######## design 1 ########
$ cat config.mk
export PLATFORM = sky130hd
export DESIGN_NAME = fmem_rd_ctrl_flat
export DESIGN_NICKNAME = d
export VERILOG_FILES = /design/src/rtl/fmem_pkg.sv /design/src/rtl/fmem_rd_ctrl_if.sv /design/src/rtl/fmem_unpack.sv /design/src/rtl/fmem_rd_ctrl.sv /design/src/flat_wrapper.sv
export SDC_FILE = /design/constraint.sdc
export NUM_CORES = 1
export LEC_CHECK = 0
export CORE_ASPECT_RATIO = 1.1
export CORE_UTILIZATION = 46
export CTS_BUF_LIST = sky130_fd_sc_hd__clkbuf_16
export DETAILED_ROUTE_END_ITERATION = 6
export PLACE_DENSITY = 0.8
export REMOVE_ABC_BUFFERS = 1
export SKIP_LAST_GASP = 1
export SYNTH_ARGS = -nofsm -noshare
export SYNTH_HDL_FRONTEND = slang
export SYNTH_HIERARCHICAL = 1
export SYNTH_SLANG_ARGS = --single-unit
$ cat constraint.sdc
create_clock -name i_clk -period 7.5 [get_ports i_clk]
set_input_delay 1.5 -clock i_clk [delete_from_list [all_inputs] [get_ports i_clk]]
set_output_delay 1.5 -clock i_clk [all_outputs]
set_load 0.02 [all_outputs]
$ cat src/rtl/fmem_pkg.sv
// Shared types and helpers for the display-side frame-memory read path.
// The localparams give the default 320x240, 4-pixels-per-word layout.
package fmem_pkg;

    typedef struct packed {
        logic mirror_h;
        logic flip_v;
    } mode_t;

    localparam int unsigned FRAME_WORDS    = 320 * 240 / 4;
    localparam int unsigned WORDS_PER_LINE = 320 / 4;

    function automatic int unsigned bank_base(input int unsigned bank,
                                              input int unsigned frame_words);
        return bank * frame_words;
    endfunction

endpackage

$ cat src/rtl/fmem_rd_ctrl_if.sv
// Single-port synchronous SRAM port of the frame memory, seen from the reader.
interface fmem_rd_ctrl_if #(
    parameter int unsigned ADDR_WIDTH = 15,
    parameter int unsigned DATA_WIDTH = 96
);
    logic                  fmem_csn;
    logic                  fmem_wen;
    logic [ADDR_WIDTH-1:0] fmem_addr;
    logic [DATA_WIDTH-1:0] fmem_dout;

    modport master (output fmem_csn, output fmem_wen, output fmem_addr, input fmem_dout);
    modport slave  (input fmem_csn, input fmem_wen, input fmem_addr, output fmem_dout);
endinterface

$ cat src/rtl/fmem_unpack.sv
// Splits a packed memory word into pixels: phase 0 straight from the SRAM,
// later phases from a hold register captured on the cycle after the read.
module fmem_unpack #(
    parameter int unsigned  PW  = 24,
    parameter int unsigned  PPW = 4,
    localparam int unsigned PhW = (PPW > 1) ? $clog2(PPW) : 1
) (
    input  logic              clk_i,
    input  logic              rst_i,
    input  logic              cap_i,
    input  logic [PhW-1:0]    phase_i,
    input  logic              mirror_i,
    input  logic [PW*PPW-1:0] dout_i,
    output logic [PW-1:0]     pixel_o
);
    logic [PW*PPW-1:0] hold_q;
    logic [PW*PPW-1:0] src;
    logic [PhW-1:0]    idx;

    always_ff @(posedge clk_i or posedge rst_i) begin
        if (rst_i) begin
            hold_q <= '0;
        end else if (cap_i) begin
            hold_q <= dout_i;
        end
    end

    always_comb begin
        src     = (phase_i == '0) ? dout_i : hold_q;
        idx     = mirror_i ? (PhW'(PPW - 1) - phase_i) : phase_i;
        pixel_o = src[32'(idx) * PW +: PW];
    end

endmodule

$ cat src/rtl/fmem_rd_ctrl.sv
// Frame-memory read controller: follows display timing, fetches packed words
// and emits a pixel stream aligned with the syncs delayed by two cycles.
module fmem_rd_ctrl #(
    parameter int unsigned  HRES        = 320,
    parameter int unsigned  VRES        = 240,
    parameter int unsigned  PW          = 24,
    parameter int unsigned  PPW         = 4,
    parameter int unsigned  NUM_BANKS   = 1,
    parameter int unsigned  DATA_WIDTH  = PW * PPW,
    parameter int unsigned  FRAME_WORDS = HRES * VRES / PPW,
    parameter int unsigned  ADDR_WIDTH  = $clog2(FRAME_WORDS * NUM_BANKS),
    localparam int unsigned BankW       = (NUM_BANKS > 1) ? $clog2(NUM_BANKS) : 1
) (
    input  logic             i_clk,
    input  logic             rst,
    input  logic             i_vsync,
    input  logic             i_hsync,
    input  logic             i_de,
    input  logic [BankW-1:0] i_bank,
    input  logic             i_mirror_h,
    input  logic             i_flip_v,
    fmem_rd_ctrl_if.master   fmem,
    output logic             o_vsync,
    output logic             o_hsync,
    output logic             o_de,
    output logic [PW-1:0]    o_pixel,
    output logic             o_err
);
    import fmem_pkg::mode_t;
    import fmem_pkg::bank_base;

    localparam int unsigned WordsPerLine = HRES / PPW;
    localparam int unsigned XW           = $clog2(HRES + 1) + 2;
    localparam int unsigned YW           = $clog2(VRES + 1) + 1;
    localparam int unsigned PhW          = (PPW > 1) ? $clog2(PPW) : 1;

    logic             vs1_q, hs1_q, de1_q, vs2_q, hs2_q, de2_q;
    logic             valid_q, err_q, err_d;
    mode_t            mode_q, mode_e;
    logic [BankW-1:0] bank_q, bank_e;
    logic [XW-1:0]    x_q, x_e, x_d;
    logic [YW-1:0]    y_q, y_e, y_d;
    logic             rd1_q, ok1_q, mir1_q;
    logic [PhW-1:0]   ph1_q, phase;
    logic [PW-1:0]    pix_q, unpack_pix;
    logic             fs, valid_e, pix_ok, rd_en;
    logic [31:0]      ly, wx, addr_full;

    // A vsync rise overrides the registered frame state in the same cycle so a
    // coincident de counts as pixel 0 of line 0 of the new frame.
    always_comb begin
        fs              = i_vsync & ~vs1_q;
        valid_e         = fs | valid_q;
        x_e             = fs ? '0 : x_q;
        y_e             = fs ? '0 : y_q;
        mode_e.mirror_h = fs ? i_mirror_h : mode_q.mirror_h;
        mode_e.flip_v   = fs ? i_flip_v : mode_q.flip_v;
        bank_e          = fs ? i_bank : bank_q;

        pix_ok = i_de & valid_e & (x_e < XW'(HRES)) & (y_e < YW'(VRES)) & ~rst;
        phase  = PhW'(32'(x_e) % PPW);
        rd_en  = pix_ok & (phase == '0);

        ly        = mode_e.flip_v ? (VRES - 1 - 32'(y_e)) : 32'(y_e);
        wx        = mode_e.mirror_h ? (WordsPerLine - 1 - 32'(x_e) / PPW) : (32'(x_e) / PPW);
        addr_full = bank_base(32'(bank_e), FRAME_WORDS) + ly * WordsPerLine + wx;

        fmem.fmem_csn  = ~rd_en;
        fmem.fmem_wen  = 1'b1;
        fmem.fmem_addr = rd_en ? addr_full[ADDR_WIDTH-1:0] : '0;
    end

    always_comb begin
        x_d   = x_e;
        y_d   = y_e;
        err_d = err_q;
        if (i_de) begin
            if (x_e != '1) x_d = x_e + 1'b1;
        end else if (de1_q && !fs) begin
            x_d = '0;
            if (y_e != '1) y_d = y_e + 1'b1;
        end

        if (i_de && valid_e && (x_e >= XW'(HRES))) err_d = 1'b1;
        if (i_de && !de1_q && valid_e && (y_e >= YW'(VRES))) err_d = 1'b1;
        if (!i_de && de1_q && valid_q && !fs && ((32'(x_q) % PPW) != 0)) err_d = 1'b1;
    end

    fmem_unpack #(
        .PW  (PW),
        .PPW (PPW)
    ) u_unpack (
        .clk_i    (i_clk),
        .rst_i    (rst),
        .cap_i    (rd1_q),
        .phase_i  (ph1_q),
        .mirror_i (mir1_q),
        .dout_i   (fmem.fmem_dout),
        .pixel_o  (unpack_pix)
    );

    always_ff @(posedge i_clk or posedge rst) begin
        if (rst) begin
            {vs1_q, hs1_q, de1_q, vs2_q, hs2_q, de2_q} <= '0;
            valid_q <= 1'b0;
            err_q   <= 1'b0;
            mode_q  <= '0;
            bank_q  <= '0;
            x_q     <= '0;
            y_q     <= '0;
            rd1_q   <= 1'b0;
            ok1_q   <= 1'b0;
            mir1_q  <= 1'b0;
            ph1_q   <= '0;
            pix_q   <= '0;
        end else begin
            {vs1_q, hs1_q, de1_q} <= {i_vsync, i_hsync, i_de};
            {vs2_q, hs2_q, de2_q} <= {vs1_q, hs1_q, de1_q};
            valid_q <= valid_e;
            err_q   <= err_d;
            mode_q  <= mode_e;
            bank_q  <= bank_e;
            x_q     <= x_d;
            y_q     <= y_d;
            rd1_q   <= rd_en;
            ok1_q   <= pix_ok;
            mir1_q  <= mode_e.mirror_h;
            ph1_q   <= phase;
            pix_q   <= ok1_q ? unpack_pix : '0;
        end
    end

    assign o_vsync = vs2_q;
    assign o_hsync = hs2_q;
    assign o_de    = de2_q;
    assign o_pixel = pix_q;
    assign o_err   = err_q;

endmodule
$ cat src/flat_wrapper.sv
// flat-port wrapper written by rule: the top's interface ports become plain ports
module fmem_rd_ctrl_flat import fmem_pkg::mode_t; import fmem_pkg::bank_base;
#(
    parameter int unsigned  HRES        = 320,
    parameter int unsigned  VRES        = 240,
    parameter int unsigned  PW          = 24,
    parameter int unsigned  PPW         = 4,
    parameter int unsigned  NUM_BANKS   = 1,
    parameter int unsigned  DATA_WIDTH  = PW * PPW,
    parameter int unsigned  FRAME_WORDS = HRES * VRES / PPW,
    parameter int unsigned  ADDR_WIDTH  = $clog2(FRAME_WORDS * NUM_BANKS),
    localparam int unsigned BankW       = (NUM_BANKS > 1) ? $clog2(NUM_BANKS) : 1
)
  (i_clk, rst, i_vsync, i_hsync, i_de, i_bank, i_mirror_h, i_flip_v, o_vsync, o_hsync, o_de, o_pixel, o_err, fmem_fmem_csn, fmem_fmem_wen, fmem_fmem_addr, fmem_fmem_dout);
  fmem_rd_ctrl_if #(.ADDR_WIDTH(ADDR_WIDTH), .DATA_WIDTH(DATA_WIDTH)) fmem_i ();
  input  logic i_clk;
  input  logic rst;
  input  logic i_vsync;
  input  logic i_hsync;
  input  logic i_de;
  input  logic [BankW-1:0] i_bank;
  input  logic i_mirror_h;
  input  logic i_flip_v;
  output logic o_vsync;
  output logic o_hsync;
  output logic o_de;
  output logic [PW-1:0] o_pixel;
  output logic o_err;
  output wire logic [$bits(fmem_i.fmem_csn)-1:0] fmem_fmem_csn;
  output wire logic [$bits(fmem_i.fmem_wen)-1:0] fmem_fmem_wen;
  output wire logic [$bits(fmem_i.fmem_addr)-1:0] fmem_fmem_addr;
  input wire logic [$bits(fmem_i.fmem_dout)-1:0] fmem_fmem_dout;
  assign fmem_fmem_csn = fmem_i.fmem_csn;
  assign fmem_fmem_wen = fmem_i.fmem_wen;
  assign fmem_fmem_addr = fmem_i.fmem_addr;
  assign fmem_i.fmem_dout = fmem_fmem_dout;
  fmem_rd_ctrl #(.HRES(HRES), .VRES(VRES), .PW(PW), .PPW(PPW), .NUM_BANKS(NUM_BANKS), .DATA_WIDTH(DATA_WIDTH), .FRAME_WORDS(FRAME_WORDS), .ADDR_WIDTH(ADDR_WIDTH)) u_core (.i_clk(i_clk), .rst(rst), .i_vsync(i_vsync), .i_hsync(i_hsync), .i_de(i_de), .i_bank(i_bank), .i_mirror_h(i_mirror_h), .i_flip_v(i_flip_v), .fmem(fmem_i), .o_vsync(o_vsync), .o_hsync(o_hsync), .o_de(o_de), .o_pixel(o_pixel), .o_err(o_err));
endmodule
######## design 2 ########
**config.mk**
```make
export PLATFORM = sky130hd
export DESIGN_NAME = pointer_key_ctrl
export DESIGN_NICKNAME = d
export VERILOG_FILES = /design/src/rtl/pointer_key_ctrl.sv
export SDC_FILE = /design/constraint.sdc
export NUM_CORES = 1
export LEC_CHECK = 0
export ABC_AREA = 1
export ABC_CLOCK_PERIOD_IN_PS = 1500
export CAP_MARGIN = 10
export CORE_ASPECT_RATIO = 1.4
export CORE_MARGIN = 8
export CORE_UTILIZATION = 45
export CTS_CLUSTER_SIZE = 25
export DETAILED_ROUTE_END_ITERATION = 8
export PLACE_DENSITY = 0.67
export SLEW_MARGIN = 20
export SYNTH_ARGS = -nofsm -noshare
export SYNTH_HDL_FRONTEND = slang
export SYNTH_SLANG_ARGS = --single-unit
```
**constraint.sdc**
```tcl
create_clock -name clk -period 1.5 [get_ports clk]
set_input_delay 0.225 -clock clk [delete_from_list [all_inputs] [get_ports clk]]
set_output_delay 0.225 -clock clk [all_outputs]
set_load 0.02 [all_outputs]
```
**src/rtl/pointer_key_ctrl.sv**
```systemverilog
// Five-key pointer front-end: synchronise, debounce, and turn presses into one-cycle step/home pulses.
// Define POINTER_AUTOREPEAT_EN to compile in hold-to-repeat on the four direction keys.
module pointer_key_ctrl #(
  parameter int DEBOUNCE_CYCLES = 500000,
  parameter int REPEAT_DELAY    = 25000000,
  parameter int REPEAT_PERIOD   = 5000000
) (
  input  logic       clk,
  input  logic       resetn,
  input  logic [4:0] key_n,
  output logic       step_up,
  output logic       step_down,
  output logic       step_left,
  output logic       step_right,
  output logic       home,
  output logic [4:0] held
);

  localparam int CW = $clog2(DEBOUNCE_CYCLES + 1);

  if (DEBOUNCE_CYCLES < 1 || REPEAT_DELAY < 1 || REPEAT_PERIOD < 1) begin : g_param_check
    $error("pointer_key_ctrl: timing parameters must be at least 1");
  end

`ifdef POINTER_AUTOREPEAT_EN
  localparam int TMAX = (REPEAT_DELAY > REPEAT_PERIOD) ? REPEAT_DELAY : REPEAT_PERIOD;
  localparam int TW   = (TMAX > 1) ? $clog2(TMAX) : 1;

  typedef enum logic [1:0] {S_IDLE, S_DELAY, S_REPEAT} state_t;
  logic [TW-1:0] timer     [4];
  logic [TW-1:0] timer_nxt [4];
`else
  typedef enum logic {S_IDLE, S_PRESSED} state_t;
`endif

  logic [4:0]    meta;
  logic [4:0]    sync;
  logic [CW-1:0] db_cnt [5];
  logic          home_q;
  logic          home_raw;
  logic [3:0]    raw;
  state_t        state     [4];
  state_t        state_nxt [4];

  // Raw pins are active-low; invert on entry so everything downstream is active-high.
  always_ff @(posedge clk or negedge resetn) begin
    if (!resetn) begin
      meta <= '0;
      sync <= '0;
    end else begin
      // NOTE: non-blocking so sync samples the old meta, forming a true two-stage chain.
      meta <= ~key_n;
      sync <= meta;
    end
  end

  always_ff @(posedge clk or negedge resetn) begin
    if (!resetn) begin
      held <= '0;
      // NOTE: the counter array is plain flops, not RAM; clearing it makes a key still
      // pressed across reset serve a full debounce window again.
      for (int i = 0; i < 5; i++) db_cnt[i] <= '0;
    end else begin
      for (int i = 0; i < 5; i++) begin
        if (sync[i] == held[i]) begin
          db_cnt[i] <= '0;
        end else if (db_cnt[i] == CW'(DEBOUNCE_CYCLES - 1)) begin
          held[i]   <= ~held[i];
          db_cnt[i] <= '0;
        end else if (db_cnt[i] != CW'(DEBOUNCE_CYCLES)) begin
          db_cnt[i] <= db_cnt[i] + 1'b1;
        end
      end
    end
  end

  // Direction key FSMs: state register.
  always_ff @(posedge clk or negedge resetn) begin
    if (!resetn) begin
      for (int i = 0; i < 4; i++) begin
        state[i] <= S_IDLE;
`ifdef POINTER_AUTOREPEAT_EN
        timer[i] <= '0;
`endif
      end
    end else begin
      for (int i = 0; i < 4; i++) begin
        state[i] <= state_nxt[i];
`ifdef POINTER_AUTOREPEAT_EN
        timer[i] <= timer_nxt[i];
`endif
      end
    end
  end

  // Direction key FSMs: next state (and repeat timer).
  always_comb begin
    for (int i = 0; i < 4; i++) begin
      // NOTE: hold-by-default assignments keep every path driven, so no latch is inferred.
      state_nxt[i] = state[i];
`ifdef POINTER_AUTOREPEAT_EN
      timer_nxt[i] = timer[i];
      case (state[i])
        S_IDLE: begin
          if (held[i]) begin
            state_nxt[i] = S_DELAY;
            timer_nxt[i] = TW'(REPEAT_DELAY - 1);
          end
        end
        S_DELAY, S_REPEAT: begin
          if (!held[i]) begin
            state_nxt[i] = S_IDLE;
          end else if (timer[i] == '0) begin
            state_nxt[i] = S_REPEAT;
            timer_nxt[i] = TW'(REPEAT_PERIOD - 1);
          end else begin
            timer_nxt[i] = timer[i] - 1'b1;
          end
        end
        default: state_nxt[i] = S_IDLE;
      endcase
`else
      case (state[i])
        S_IDLE:    if (held[i])  state_nxt[i] = S_PRESSED;
        S_PRESSED: if (!held[i]) state_nxt[i] = S_IDLE;
      endcase
`endif
    end
  end

  // Direction key FSMs: raw pulse per key. A release wins over a same-cycle expiry.
  always_comb begin
    raw = '0;
    for (int i = 0; i < 4; i++) begin
      if (state[i] == S_IDLE) begin
        raw[i] = held[i];
      end else begin
`ifdef POINTER_AUTOREPEAT_EN
        raw[i] = held[i] && (timer[i] == '0);
`else
        raw[i] = 1'b0;
`endif
      end
    end
  end

  // Home only fires on the debounced rising edge.
  assign home_raw = held[4] & ~home_q;

  always_ff @(posedge clk or negedge resetn) begin
    if (!resetn) begin
      home_q     <= 1'b0;
      home       <= 1'b0;
      step_up    <= 1'b0;
      step_down  <= 1'b0;
      step_left  <= 1'b0;
      step_right <= 1'b0;
    end else begin
      home_q     <= held[4];
      home       <= home_raw;
      step_up    <= raw[0] & ~raw[1] & ~home_raw;
      step_down  <= raw[1] & ~raw[0] & ~home_raw;
      step_left  <= raw[2] & ~raw[3] & ~home_raw;
      step_right <= raw[3] & ~raw[2] & ~home_raw;
    end
  end

endmodule

```
######## design 3 ########
`src/rtl/mlp_collect_pkg.sv`:
```
// Shared types and the output quantiser for the MLP result collectors.
// t_mlp_out mirrors the wrapper's 48-bit signed column sum.
package mlp_collect_pkg;

   localparam int unsigned MLP_OUT_W    = 48;
   localparam int unsigned MLP_MAX_COLS = 4;

   typedef logic signed [MLP_OUT_W-1:0] t_mlp_out;
   typedef t_mlp_out [MLP_MAX_COLS-1:0] t_mlp_row;

   typedef enum logic {StIdle, StSend} t_out_state;

   // Round-half-up arithmetic shift, then saturate to a signed width-bit range.
   // One guard bit keeps the rounding add from wrapping at the 48-bit extremes.
   function automatic t_mlp_out quantise(input t_mlp_out x, input int unsigned shift,
                                         input int unsigned width);
      logic signed [MLP_OUT_W:0] one;
      logic signed [MLP_OUT_W:0] ext;
      logic signed [MLP_OUT_W:0] half;
      logic signed [MLP_OUT_W:0] q;
      logic signed [MLP_OUT_W:0] hi;
      logic signed [MLP_OUT_W:0] lo;
      one  = 1;
      ext  = {x[MLP_OUT_W-1], x};
      half = '0;
      if (shift > 0) half = one <<< (shift - 1);
      q  = (ext + half) >>> shift;
      hi = (one <<< (width - 1)) - one;
      lo = -(one <<< (width - 1));
      if (q > hi) q = hi;
      else if (q < lo) q = lo;
      return q[MLP_OUT_W-1:0];
   endfunction

endpackage

```
`src/rtl/mlp_row_fifo.sv`:
```
// Synchronous row FIFO with async active-low reset and synchronous clear.
// A push into a full FIFO is accepted when a pop happens on the same edge.
module mlp_row_fifo
   import mlp_collect_pkg::*;
#(
   parameter int unsigned WIDTH = MLP_MAX_COLS * MLP_OUT_W,
   parameter int unsigned DEPTH = 8
) (
   input  logic                     clk,
   input  logic                     reset_n,
   input  logic                     clear,
   input  logic                     push,
   input  logic [WIDTH-1:0]         wdata,
   input  logic                     pop,
   output logic [WIDTH-1:0]         rdata,
   output logic                     full,
   output logic                     empty,
   output logic [$clog2(DEPTH):0]   level
);

   localparam int unsigned AW = $clog2(DEPTH);

   logic [WIDTH-1:0] mem [DEPTH];
   logic [AW:0]      wptr_q;
   logic [AW:0]      rptr_q;
   logic             wr_en;
   logic             rd_en;

   assign level = wptr_q - rptr_q;
   assign full  = (level == (AW+1)'(DEPTH));
   assign empty = (level == '0);
   assign rdata = mem[rptr_q[AW-1:0]];
   assign rd_en = pop && !empty && !clear;
   assign wr_en = push && (!full || rd_en) && !clear;

   always_ff @(posedge clk) begin
      if (wr_en) mem[wptr_q[AW-1:0]] <= wdata;
   end

   always_ff @(posedge clk or negedge reset_n) begin
      if (!reset_n) begin
         wptr_q <= '0;
         rptr_q <= '0;
      end else if (clear) begin
         wptr_q <= '0;
         rptr_q <= '0;
      end else begin
         if (wr_en) wptr_q <= wptr_q + 1'b1;
         if (rd_en) rptr_q <= rptr_q + 1'b1;
      end
   end

endmodule

```
`src/rtl/mlp_result_collector.sv`:
```
// Gathers per-column MLP sums into rows, queues them and streams quantised
// words one column per beat on a ready/valid interface.
module mlp_result_collector
   import mlp_collect_pkg::*;
#(
   parameter int unsigned MAX_COLS   = 4,
   parameter int unsigned OUT_WIDTH  = 16,
   parameter int unsigned SHIFT      = 4,
   parameter int unsigned FIFO_DEPTH = 8
) (
   input  logic                          clk,
   input  logic                          reset_n,
   input  t_mlp_out                      din [MAX_COLS],
   input  logic [MAX_COLS-1:0]           din_valid,
   input  logic                          clear,
   output logic [OUT_WIDTH-1:0]          dout,
   output logic                          dout_valid,
   input  logic                          dout_ready,
   output logic                          dout_first,
   output logic                          dout_last,
   output logic                          stall,
   output logic                          overflow_err,
   output logic [$clog2(FIFO_DEPTH):0]   fifo_level
);

   localparam int unsigned LW = $clog2(FIFO_DEPTH) + 1;
   localparam int unsigned RW = MAX_COLS * MLP_OUT_W;
   localparam int unsigned IW = (MAX_COLS > 1) ? $clog2(MAX_COLS) : 1;

   // Capture side
   t_mlp_out            hold_q [MAX_COLS];
   logic [MAX_COLS-1:0] hvld_q;
   logic [MAX_COLS-1:0] hvld_d;
   logic                ovf_q;
   logic                ovf_hit;
   logic                push;
   logic [RW-1:0]       row_in;

   // FIFO
   logic [RW-1:0]       rdata;
   logic                full;
   logic                empty;
   logic [LW-1:0]       level;
   logic [LW-1:0]       level_nxt;
   logic                stall_q;

   // Output stage
   t_out_state          state_q;
   t_out_state          state_d;
   logic [IW-1:0]       idx_q;
   logic [IW-1:0]       idx_nxt;
   logic [RW-1:0]       row_q;
   logic [RW-1:0]       src_row;
   logic [OUT_WIDTH-1:0] dout_q;
   logic                valid_q;
   logic                first_q;
   logic                last_q;
   logic                hs;
   logic                pop;
   logic                adv;
   t_mlp_out            qword;

   always_comb begin
      row_in = '0;
      for (int c = 0; c < int'(MAX_COLS); c++) row_in[c*MLP_OUT_W +: MLP_OUT_W] = hold_q[c];
   end

   // A push frees every column, so captures that coincide with it are always taken.
   assign push    = (&hvld_q) && (!full || pop) && !clear;
   assign hvld_d  = push ? din_valid : (hvld_q | din_valid);
   assign ovf_hit = !push && |(din_valid & hvld_q);

   always_ff @(posedge clk or negedge reset_n) begin
      if (!reset_n) begin
         for (int c = 0; c < int'(MAX_COLS); c++) hold_q[c] <= '0;
         hvld_q <= '0;
         ovf_q  <= 1'b0;
      end else if (clear) begin
         hvld_q <= '0;
         ovf_q  <= 1'b0;
      end else begin
         for (int c = 0; c < int'(MAX_COLS); c++) begin
            if (din_valid[c] && (push || !hvld_q[c])) hold_q[c] <= din[c];
         end
         hvld_q <= hvld_d;
         if (ovf_hit) ovf_q <= 1'b1;
      end
   end

   mlp_row_fifo #(
      .WIDTH (RW),
      .DEPTH (FIFO_DEPTH)
   ) u_fifo (
      .clk     (clk),
      .reset_n (reset_n),
      .clear   (clear),
      .push    (push),
      .wdata   (row_in),
      .pop     (pop),
      .rdata   (rdata),
      .full    (full),
      .empty   (empty),
      .level   (level)
   );

   // stall tracks the level the FIFO will hold after this edge
   assign level_nxt = clear ? '0 : level + LW'(push) - LW'(pop);

   always_comb begin
      state_d = state_q;
      pop     = 1'b0;
      adv     = 1'b0;
      hs      = valid_q && dout_ready;
      unique case (state_q)
         StIdle: begin
            if (!empty) begin
               pop     = 1'b1;
               state_d = StSend;
            end
         end
         StSend: begin
            if (hs && (idx_q == IW'(MAX_COLS - 1))) begin
               if (!empty) pop = 1'b1;
               else state_d = StIdle;
            end else if (hs) begin
               adv = 1'b1;
            end
         end
      endcase
      if (clear) begin
         state_d = StIdle;
         pop     = 1'b0;
         adv     = 1'b0;
      end
   end

   always_comb begin
      src_row = pop ? rdata : row_q;
      idx_nxt = pop ? '0 : idx_q + 1'b1;
      qword   = quantise(src_row[int'(idx_nxt)*MLP_OUT_W +: MLP_OUT_W], SHIFT, OUT_WIDTH);
   end

   always_ff @(posedge clk or negedge reset_n) begin
      if (!reset_n) begin
         state_q <= StIdle;
         idx_q   <= '0;
         row_q   <= '0;
         dout_q  <= '0;
         valid_q <= 1'b0;
         first_q <= 1'b0;
         last_q  <= 1'b0;
         stall_q <= 1'b0;
      end else begin
         state_q <= state_d;
         stall_q <= (level_nxt >= LW'(FIFO_DEPTH - 1));
         if (clear) begin
            valid_q <= 1'b0;
            first_q <= 1'b0;
            last_q  <= 1'b0;
         end else if (pop || adv) begin
            if (pop) row_q <= rdata;
            idx_q   <= idx_nxt;
            dout_q  <= qword[OUT_WIDTH-1:0];
            valid_q <= 1'b1;
            first_q <= pop;
            last_q  <= (idx_nxt == IW'(MAX_COLS - 1));
         end else if (hs) begin
            valid_q <= 1'b0;
            first_q <= 1'b0;
            last_q  <= 1'b0;
         end
      end
   end

   assign dout         = dout_q;
   assign dout_valid   = valid_q;
   assign dout_first   = first_q;
   assign dout_last    = last_q;
   assign stall        = stall_q;
   assign overflow_err = ovf_q;
   assign fifo_level   = level;

endmodule

```
`config.mk`:
```
export PLATFORM = sky130hd
export DESIGN_NAME = mlp_result_collector
export DESIGN_NICKNAME = d
export VERILOG_FILES = /design/src/rtl/mlp_collect_pkg.sv /design/src/rtl/mlp_row_fifo.sv /design/src/rtl/mlp_result_collector.sv
export SDC_FILE = /design/constraint.sdc
export NUM_CORES = 2
export LEC_CHECK = 0
export CAP_MARGIN = 0
export CORE_MARGIN = 4
export CORE_UTILIZATION = 25
export DETAILED_ROUTE_END_ITERATION = 10
export PLACE_DENSITY = 0.46
export SLEW_MARGIN = 0
export SYNTH_ARGS = -nofsm -noshare
export SYNTH_HDL_FRONTEND = slang
export SYNTH_SLANG_ARGS = --single-unit
```
`constraint.sdc`:
```
create_clock -name clk -period 28.9 [get_ports clk]
set_input_delay 5.78 -clock clk [delete_from_list [all_inputs] [get_ports clk]]
set_output_delay 5.78 -clock clk [all_outputs]
set_load 0.01 [all_outputs]
```
######## design 4 ########
**config.mk**
```make
export PLATFORM = sky130hd
export DESIGN_NAME = cpu_selftest_sequencer
export DESIGN_NICKNAME = d
export VERILOG_FILES = /design/src/rtl/cpu_selftest_sequencer.sv
export SDC_FILE = /design/constraint.sdc
export NUM_CORES = 1
export LEC_CHECK = 0
export CAP_MARGIN = 5
export CORE_UTILIZATION = 31
export CTS_CLUSTER_DIAMETER = 60
export DETAILED_ROUTE_END_ITERATION = 7
export HOLD_SLACK_MARGIN = 0.1
export PLACE_DENSITY = 0.81
export SETUP_SLACK_MARGIN = 0.5
export SLEW_MARGIN = 30
export SYNTH_ARGS = -nofsm -noshare
export SYNTH_HDL_FRONTEND = slang
export SYNTH_SLANG_ARGS = --single-unit
```
**constraint.sdc**
```tcl
create_clock -name clk -period 1.6 [get_ports clk]
set_input_delay 0.4 -clock clk [delete_from_list [all_inputs] [get_ports clk]]
set_output_delay 0.4 -clock clk [all_outputs]
set_load 0.02 [all_outputs]
```
**src/rtl/cpu_selftest_sequencer.sv**
```systemverilog
// Run/check controller for the single-cycle RISC-V core: reset, run to halt or budget,
// then freeze the core and compare architectural registers against an expected table.
module cpu_selftest_sequencer #(
    parameter int          XLEN       = 32,
    parameter int          NUM_CHECKS = 18,
    parameter int          MAX_CYCLES = 30,
    parameter int          RST_HOLD   = 2,
    parameter logic [31:0] HALT_INSN  = 32'h00000063,
    parameter int          IW         = (NUM_CHECKS > 1) ? $clog2(NUM_CHECKS) : 1,
    parameter int          CW         = $clog2(MAX_CYCLES + 1)
) (
    input  logic            clk,
    input  logic            rst,
    input  logic            start,
    output logic            cpu_rst,
    output logic            cpu_en,
    input  logic [XLEN-1:0] pc,
    input  logic [31:0]     instr,
    output logic [4:0]      dbg_addr,
    input  logic [XLEN-1:0] dbg_data,
    output logic [IW-1:0]   exp_idx,
    input  logic [4:0]      exp_addr,
    input  logic [XLEN-1:0] exp_value,
    output logic            busy,
    output logic            done,
    output logic            pass,
    output logic            timeout,
    output logic [IW:0]     fail_count,
    output logic [IW-1:0]   first_fail_idx,
    output logic [CW-1:0]   cycle_count
);

    localparam int HW = (RST_HOLD > 1) ? $clog2(RST_HOLD) : 1;

    localparam logic [HW-1:0] HOLD_LAST   = HW'(RST_HOLD - 1);
    localparam logic [CW-1:0] BUDGET_LAST = CW'(MAX_CYCLES - 1);
    localparam logic [IW-1:0] IDX_LAST    = IW'(NUM_CHECKS - 1);
    localparam logic [IW:0]   FAIL_MAX    = (IW + 1)'(NUM_CHECKS);

    typedef enum logic [2:0] {
        S_IDLE,
        S_RESET,
        S_RUN,
        S_CHECK,
        S_DONE
    } state_t;

    state_t          state;
    state_t          next_state;
    logic [HW-1:0]   hold_cnt;
    logic [XLEN-1:0] halt_pc;

    logic start_ok;
    logic is_halt;
    logic budget_hit;
    logic hold_last;
    logic idx_last;
    logic mismatch;

    assign start_ok   = start && (state == S_IDLE || state == S_DONE);
    assign is_halt    = (instr == HALT_INSN);
    assign budget_hit = (cycle_count == BUDGET_LAST);
    assign hold_last  = (hold_cnt == HOLD_LAST);
    assign idx_last   = (exp_idx == IDX_LAST);
    assign mismatch   = (dbg_data != exp_value);

    // halt_pc is a debug-only observation point with no consumer in this block.
    logic unused_halt_pc;
    assign unused_halt_pc = ^halt_pc;

    // NOTE: sequential state uses non-blocking assignments so every flop samples
    // pre-edge values regardless of block ordering.
    always_ff @(posedge clk) begin
        if (!rst) begin
            state <= S_IDLE;
        end else begin
            state <= next_state;
        end
    end

    // NOTE: next_state gets a default before the case so no path infers a latch.
    always_comb begin
        next_state = state;
        case (state)
            S_IDLE:  if (start_ok) next_state = S_RESET;
            S_RESET: if (hold_last) next_state = S_RUN;
            S_RUN:   if (is_halt || budget_hit) next_state = S_CHECK;
            S_CHECK: if (idx_last) next_state = S_DONE;
            S_DONE:  if (start_ok) next_state = S_RESET;
            default: next_state = S_IDLE;
        endcase
    end

    always_comb begin
        cpu_en   = (state == S_RESET) || (state == S_RUN);
        busy     = (state == S_RESET) || (state == S_RUN) || (state == S_CHECK);
        done     = (state == S_DONE);
        dbg_addr = (state == S_CHECK) ? exp_addr : 5'd0;
    end

    always_ff @(posedge clk) begin
        if (!rst) begin
            cpu_rst        <= 1'b0;
            hold_cnt       <= '0;
            cycle_count    <= '0;
            fail_count     <= '0;
            first_fail_idx <= '0;
            exp_idx        <= '0;
            timeout        <= 1'b0;
            pass           <= 1'b0;
            halt_pc        <= '0;
        end else begin
            // Core stays out of reset through CHECK/DONE so its register file survives.
            cpu_rst <= (next_state == S_RUN) || (next_state == S_CHECK) ||
                       (next_state == S_DONE);
            case (state)
                S_IDLE, S_DONE: begin
                    if (start_ok) begin
                        hold_cnt       <= '0;
                        cycle_count    <= '0;
                        fail_count     <= '0;
                        first_fail_idx <= '0;
                        exp_idx        <= '0;
                        timeout        <= 1'b0;
                        pass           <= 1'b0;
                    end
                end
                S_RESET: begin
                    if (!hold_last) hold_cnt <= hold_cnt + 1'b1;
                end
                S_RUN: begin
                    if (is_halt) begin
                        halt_pc <= pc;
                    end else begin
                        cycle_count <= cycle_count + 1'b1;
                        if (budget_hit) begin
                            timeout <= 1'b1;
                            halt_pc <= pc;
                        end
                    end
                end
                S_CHECK: begin
                    if (mismatch && fail_count != FAIL_MAX) begin
                        fail_count <= fail_count + 1'b1;
                        if (fail_count == '0) first_fail_idx <= exp_idx;
                    end
                    if (idx_last) begin
                        pass <= !timeout && (fail_count == '0) && !mismatch;
                    end else begin
                        exp_idx <= exp_idx + 1'b1;
                    end
                end
                default: ;
            endcase
        end
    end

endmodule
```

==> layout pictures side by side <==
Register map, names as in the netlist.
Plate I
Bar = 20 um.
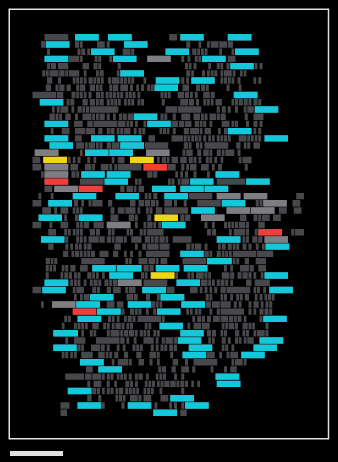
Plate II
Bar = 20 um.
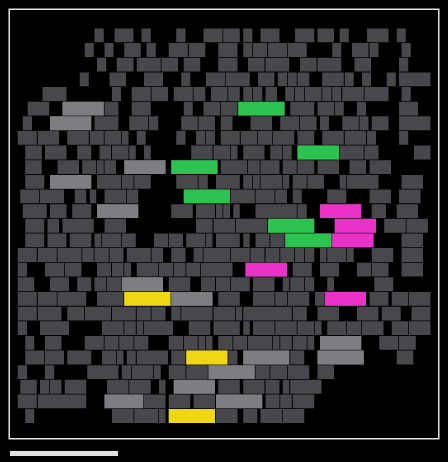
Plate III
Bar = 200 um.
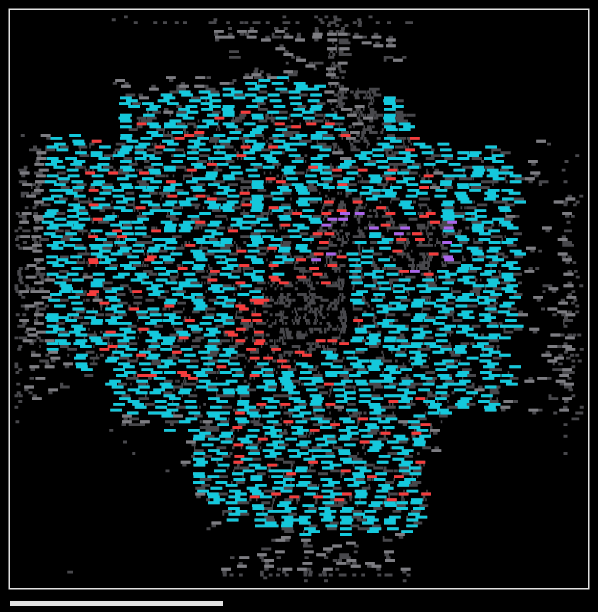
Plate IV
Bar = 50 um.
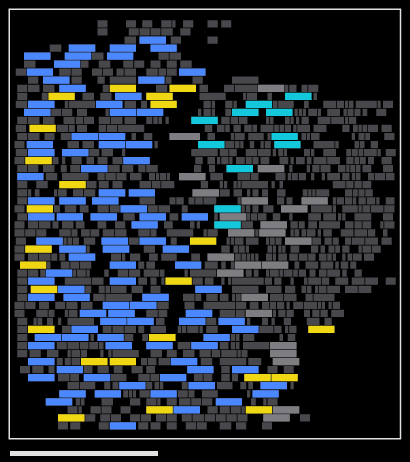
The one with the largest die is Plate III.
The one with the fewest cells is Plate II.
| picture | from |
|---|---|
| Plate II | design 4 |
| Plate IV | design 1 |
| Plate I | design 2 |
| Plate III | design 3 |

Key to Plate III:
dout: marked purple, flops 16. u_fifo.mem: marked cyan, flops 1,440. row_q: marked red, flops 180.
Another 200 sequential cells are not coloured.

==> design_1/cell_density.png <==
The die is cut into 13 by 14 equal tiles; black is low, pale yellow is high, 0 to 100% covered.
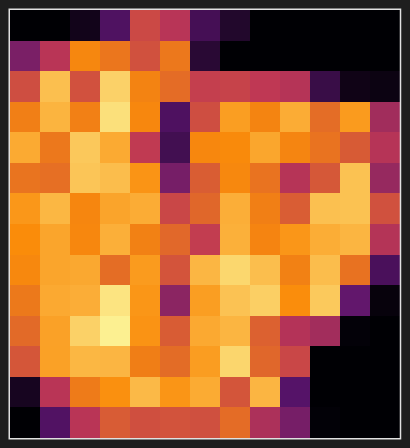
The fullest tile reaches 97%. The mean over all tiles is 56%. The emptiest ninth of the die: lower right. 14% of the tiles are nearly empty. The densest ninth of the die: middle left.
CORE AREA: 17,900 um^2
Initial Util: 47.6%
Layout Utilization: 60.8%

==> results_slide.txt, design 1 <==
Key Metrics from the Run

Yosys
  – Cells after Synth: roughly 770
  – Cell taking the most area after synthesis: dfrtp_1
  – Yosys aoi share: between 10% and 20%
  – Top logic family: AND-OR/OR-AND gates
  – XOR/XNOR Area Share: under 10%
  – Post-synth ARST share: 100%

STA
  – RSZ-0062 raised after global routing: false
  – Fmax: ~140 MHz
  – Hold Vio Cnt, Final: 0
  – Hold slack: around 0.35 ns

Placed design
  – PortBufs: 147
  – Placed inst area: approximately 10,000 um^2
  – HPWL Detailed: between 10,000 and 15,000 um

Global routing
  – Largest net degree at the start of global routing: ~81
  – GR met3 Demand/Resource: between 6 and 7%
  – Met1 Resource Use GR: roughly 28%

Worst hold path
  – Hold EP: u_core/o_hsync

Critical path
  – Cell mode on critical path: ha_1
  – WP buf/inv: 5

Route
  – WL/cell: approximately 18 um
  – Met3 WL: 1280 um
  – DR iter-0 viols: 456
  – Routed WL: roughly 21,000 um

Power
  – Leak: approximately 0.0048 uW

Status
  – Status: finished clean

CTS
  – Root Buffer: clkbuf_16
  – H-tree depth: 4

Finish
  – Clk cell area share: roughly 5.2%

Die
  – Die Footprint: around 19,000 um^2
-- design 1: repair_timing --
action | in CTS | in global routing
resized | 10 | 7
endpoints found under the setup margin | 4 | 5
setup buffers | 0 | 1
gates cloned | 0 | 0
hold buffers | 0 | 0
pin swaps | 0 | 3
-- design 1: cell families after synthesis --
kind of cell             count (synthesis)
flip-flops                             155
AND-OR/OR-AND                          169
AND/OR/NAND/NOR                        171
multiplexers                           102
buffers and inverters                  104
adder cells (fa/ha/maj)                 42
XOR/XNOR                                27
other                                    1
==> design_3/congestion.png <==
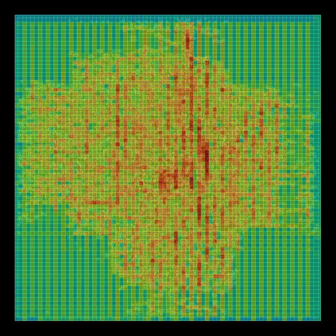
WL/cell: 25.3 um
GR met3 Demand/Resource: 1.74%

==> results_slide.txt, design 3 <==
Key Metrics from the Run

Status
  – Status: finished clean

Worst hold path
  – Hold Crit Depth: 1

Finish
  – Non-clock buffer share of cell area: about 3.3%
  – # nets final: 4,348
  – Top class by area: sequential cells
  – Area Growth Syn to Fin: 18.4%

Power
  – Seq pwr: roughly 3500 uW
  – Comb pwr: 1760 uW
  – Pwr dens: between 90 and 100 nW/um^2
  – Reg power frac: 45.0%

STA
  – Hold Vio Cnt, Final: 0
  – Fin Setup TNS: 0 ns
  – Max Clock Skew: 0.0511 ns

Yosys
  – Yosys cell count: approximately 3,900
  – Syn Area/Cell: roughly 19 um^2
  – Number of enable flip-flop cells: between 1,000 and 1,500

Critical path
  – CP required: between 20 and 30 ns
  – Crit. End Element: flop
  – Cells on worst reg2reg path: 20

Job
  – OpenROAD warnings: between 50 and 60
[design 3: flip-flops by register name, summed over array words and instances (netlist names)]
register and count:
dout 16, dout_first 1, dout_last 1, dout_valid 1, hold_q 180, hvld_q 4
idx_q 2, overflow_err 1, row_q 180, stall 1, state_q 1, u_fifo.mem 1440
u_fifo.rptr_q 4, u_fifo.wptr_q 4
[design 3: metrics by stage]
step           std cells  util, %
6_report            8081     29.8
5_1_grt             8073     29.8
4_1_cts             8072     29.8
3_5_place_dp        7689     27.4
3_3_place_gp        7689     27.4
2_1_floorplan       3853        -
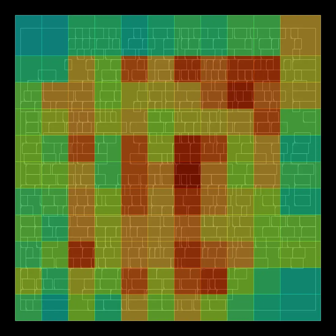
(design_4/congestion.png)
met2 Use GR: 42.1%
GR met3 Demand/Resource: 3.43%
met1 Resource Use GR: 22.6%
WL/cell: 15.2 um
gr busiest metal: met2

==> results_slide.txt, design 4 <==
Key Metrics from the Run

Finish
  – Design area: 4020 um^2
  – Top class by area: non-clock buffers
  – Flop share of the area: about 15%

STA
  – Final setup vio count: 1
  – Setup ws final: -0.0412 ns

Placed design
  – PortBufs: between 100 and 150

Die
  – CORE AREA: between 5000 and 6000 um^2

Power
  – Reg power frac: approximately 43%
  – Clock share of power: 23.8%

Route
  – Vias after detailed routing: 2,347
  – M1 wire length: around 2600 um
  – Highest routed layer: met4

Worst hold path
  – Hold Crit Depth: 2
  – Hold EP: first_fail_idx[2]

Yosys
  – Synth cell count leaders: xor2_1 (38), dfxtp_1 (28), nand2_1 (20)
  – Top logic family: simple AND/OR/NAND/NOR gates
  – Main flop type: dfxtp_1
  – Cells after Synth: approximately 220
  – MUX area fraction: 4.84%
  – Main area contributors: dfxtp_1 (30%), xor2_1 (18%), mux2i_1 (4.8%), ha_1 (4.7%), nor4_1 (4.4%)
  – Cell taking the most area after synthesis: dfxtp_1

Status
  – Status: finished with violations
  – Failing checks: setup timing

Job
  – OpenROAD warnings: 65

CTS
  – Num CTS Buffers: 3

Critical path
  – Max incr delay on CP: 0.51 ns
==> design 4: power by group through the flow <==
stage / Sequential, uW / Clock [uW] / Combinational, uW
2_1_floorplan: 739 / 0 / 181
3_3_place_gp: 737 / 0 / 535
3_5_place_dp: 738 / 0 / 546
4_1_cts: 718 / 406 / 512
5_1_grt: 713 / 435 / 607
6_report: 711 / 398 / 565
==> design 4: metrics by stage <==
stage / setup slack, ns / total power [uW]
detailed placement: -0.606 / 1280
CTS: -0.00858 / 1640
global route: -0.105 / 1760
floorplan: 0.0981 / 920
finish: -0.0412 / 1670
global placement: -0.543 / 1270
==> design_2/congestion.png <==
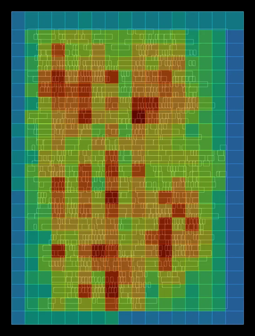
met2 Use GR: 27.2%
GRT Total Usage: 15.8%
met1 Resource Use GR: 18.8%

==> results_slide.txt, design 2 <==
Key Metrics from the Run

Status
  – Status: finished clean

Route
  – Final antenna-violating net count: 0
  – Vias per inst: approximately 4.8
  – DR iter-0 viols: roughly 270

Yosys
  – Chip Area, Yosys: between 6000 and 7000 um^2
  – XOR/XNOR Area Share: between 5 and 6%
  – Count leader, synth: nor2_1
  – MUX area fraction: 0%
  – Synthesized Nets: ~960
  – Main area contributors: dfrtp_1 (44%), nor2_1 (14%), nand2_1 (13%), inv_1 (6.0%), nand3_1 (4.8%)
  – Yosys aoi share: roughly 2.5%

Job
  – Max-cap violations: 0
  – OpenROAD warnings: 32

Die
  – Ports: 17
  – Rows: ~53
  – Die span in y: ~160 um

Placed design
  – Place WS: around 0.0046 ns
  – Placed inst area: roughly 7400 um^2
  – Placed cell count: between 1,000 and 1,500

Finish
  – Flop share of the area: a little over a third
  – Commonest Layout Cell: nor2_1
  – Largest register by flop count: db_cnt
  – Design area: approximately 8300 um^2
  – Max reg flops: roughly 95
  – Mi-comb count: between 700 and 800

STA
  – Fin Setup TNS: 0 ns
  – Hold Vio Cnt, Final: 0
  – Tmin final: between 1 and 1.5 ns
  – Fin. max-slew vios: 0
  – Final setup vio count: 0
  – Slew @ Worst Pin: 0.496 ns

Critical path
  – Crit. End Element: output pin
  – Crit-path leading delay family: flip-flops
  – Crit-path cells: clkdlybuf4s15_1
  – Crit path launch type: flop

Power
  – Overall power: 7810 uW
  – Pwr dens: ~950 nW/um^2

Global routing
  – Vias in the first global route: approximately 5,600

CTS
  – Setup bufs post-CTS: 0
  – Hold buffers post-CTS: 1
  – CTS resizes: 11
  – CTS tree: built
## design 2: final timing paths
path	start	depth (start not counted)	end	slack, ns
max	held[0]	1	held[0]	0.06
min reg2reg	meta[1]	0	sync[1]	0.35
min	resetn	2	db_cnt[74]	0.24
max in group asynchronous	resetn	3	db_cnt[5]	0.73
min in group clk	key_n[2]	2	meta[2]	0.28
max reg2reg	db_cnt[19]	11	db_cnt[19]	0.06
## design 2: power breakdown
part | leakage [uW] | total (uW) | switching (uW) | internal, uW
clock | 0.000275 | 4080 | 1600 | 2480
sequential | 0.00164 | 3340 | 51.0 | 3290
combinational | 0.00175 | 392 | 230 | 162


==> notes/layouts.md <==
Pictures saved along the way, in no particular order.

Cell area per tile.
image #1
The die is cut into 27 by 27 equal tiles; black is low, pale yellow is high, 0 to 100% covered.
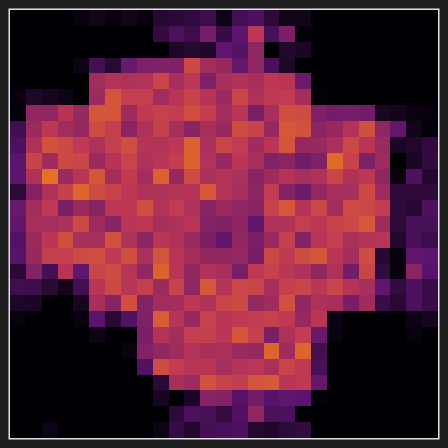
image #2
The die is cut into 12 by 16 equal tiles; black is low, pale yellow is high, 0 to 100% covered.
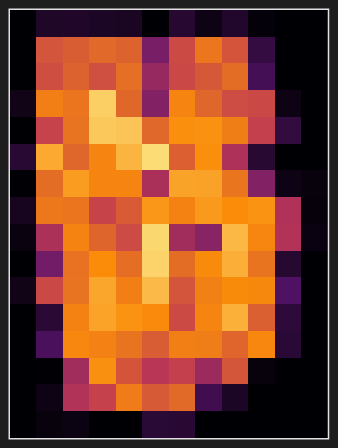
image #3
The die is cut into 8 by 8 equal tiles; black is low, pale yellow is high, 0 to 100% covered.
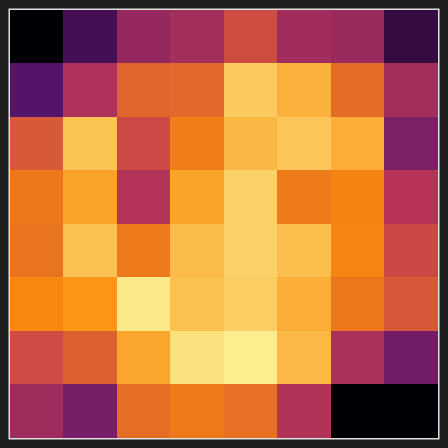
Image #2 comes from design 2.
Image #1 comes from design 3.
Image #3 comes from design 4.
- highest utilization: image #3
- lowest utilization: image #1


==> layout pictures side by side <==
Cells coloured by class.
shot_01.png
Bar = 20 um. Fill, decap, tap and diode cells in grey.
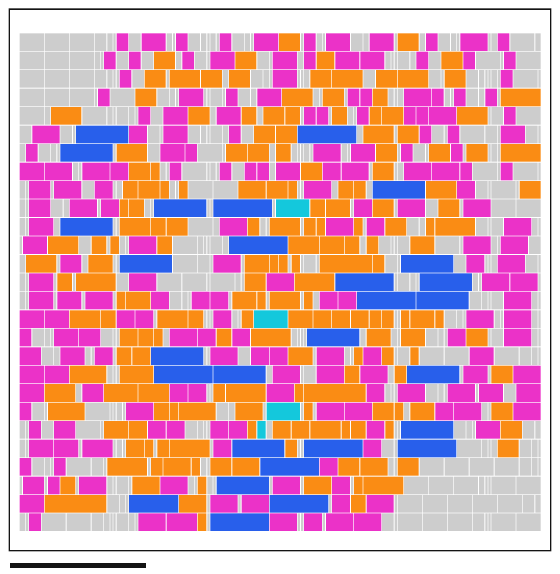
shot_02.png
Bar = 200 um. Fill, decap, tap and diode cells in grey.
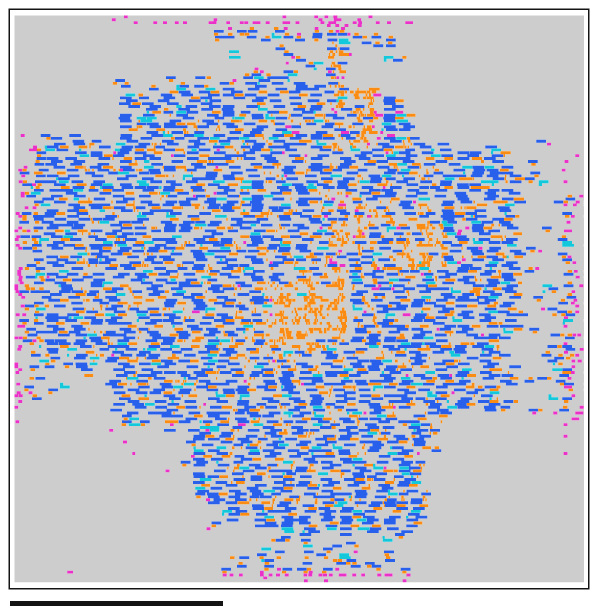
shot_03.png
Bar = 50 um. Fill, decap, tap and diode cells in grey.
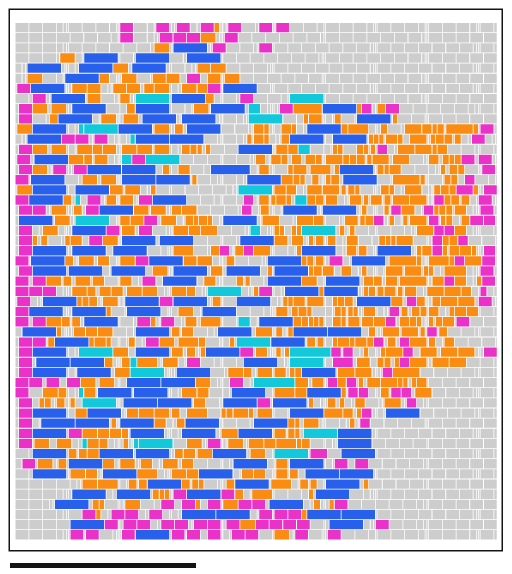
shot_04.png
Bar = 20 um. Fill, decap, tap and diode cells in grey.
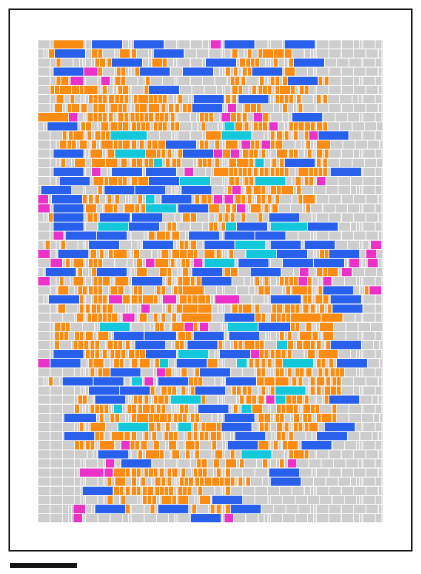
shot_03.png is design 1.
shot_04.png is design 2.
shot_02.png is design 3.
shot_01.png is design 4.
Of these, fewest sequential cells: shot_01.png

Key to shot_01.png:
combinational and other logic: marked orange, cells 185. other buffers and delay cells: marked magenta, cells 194. flops: marked blue, cells 28. clock drivers and dummy loads: marked cyan, cells 4.

Power and IR drop assume default switching activity.
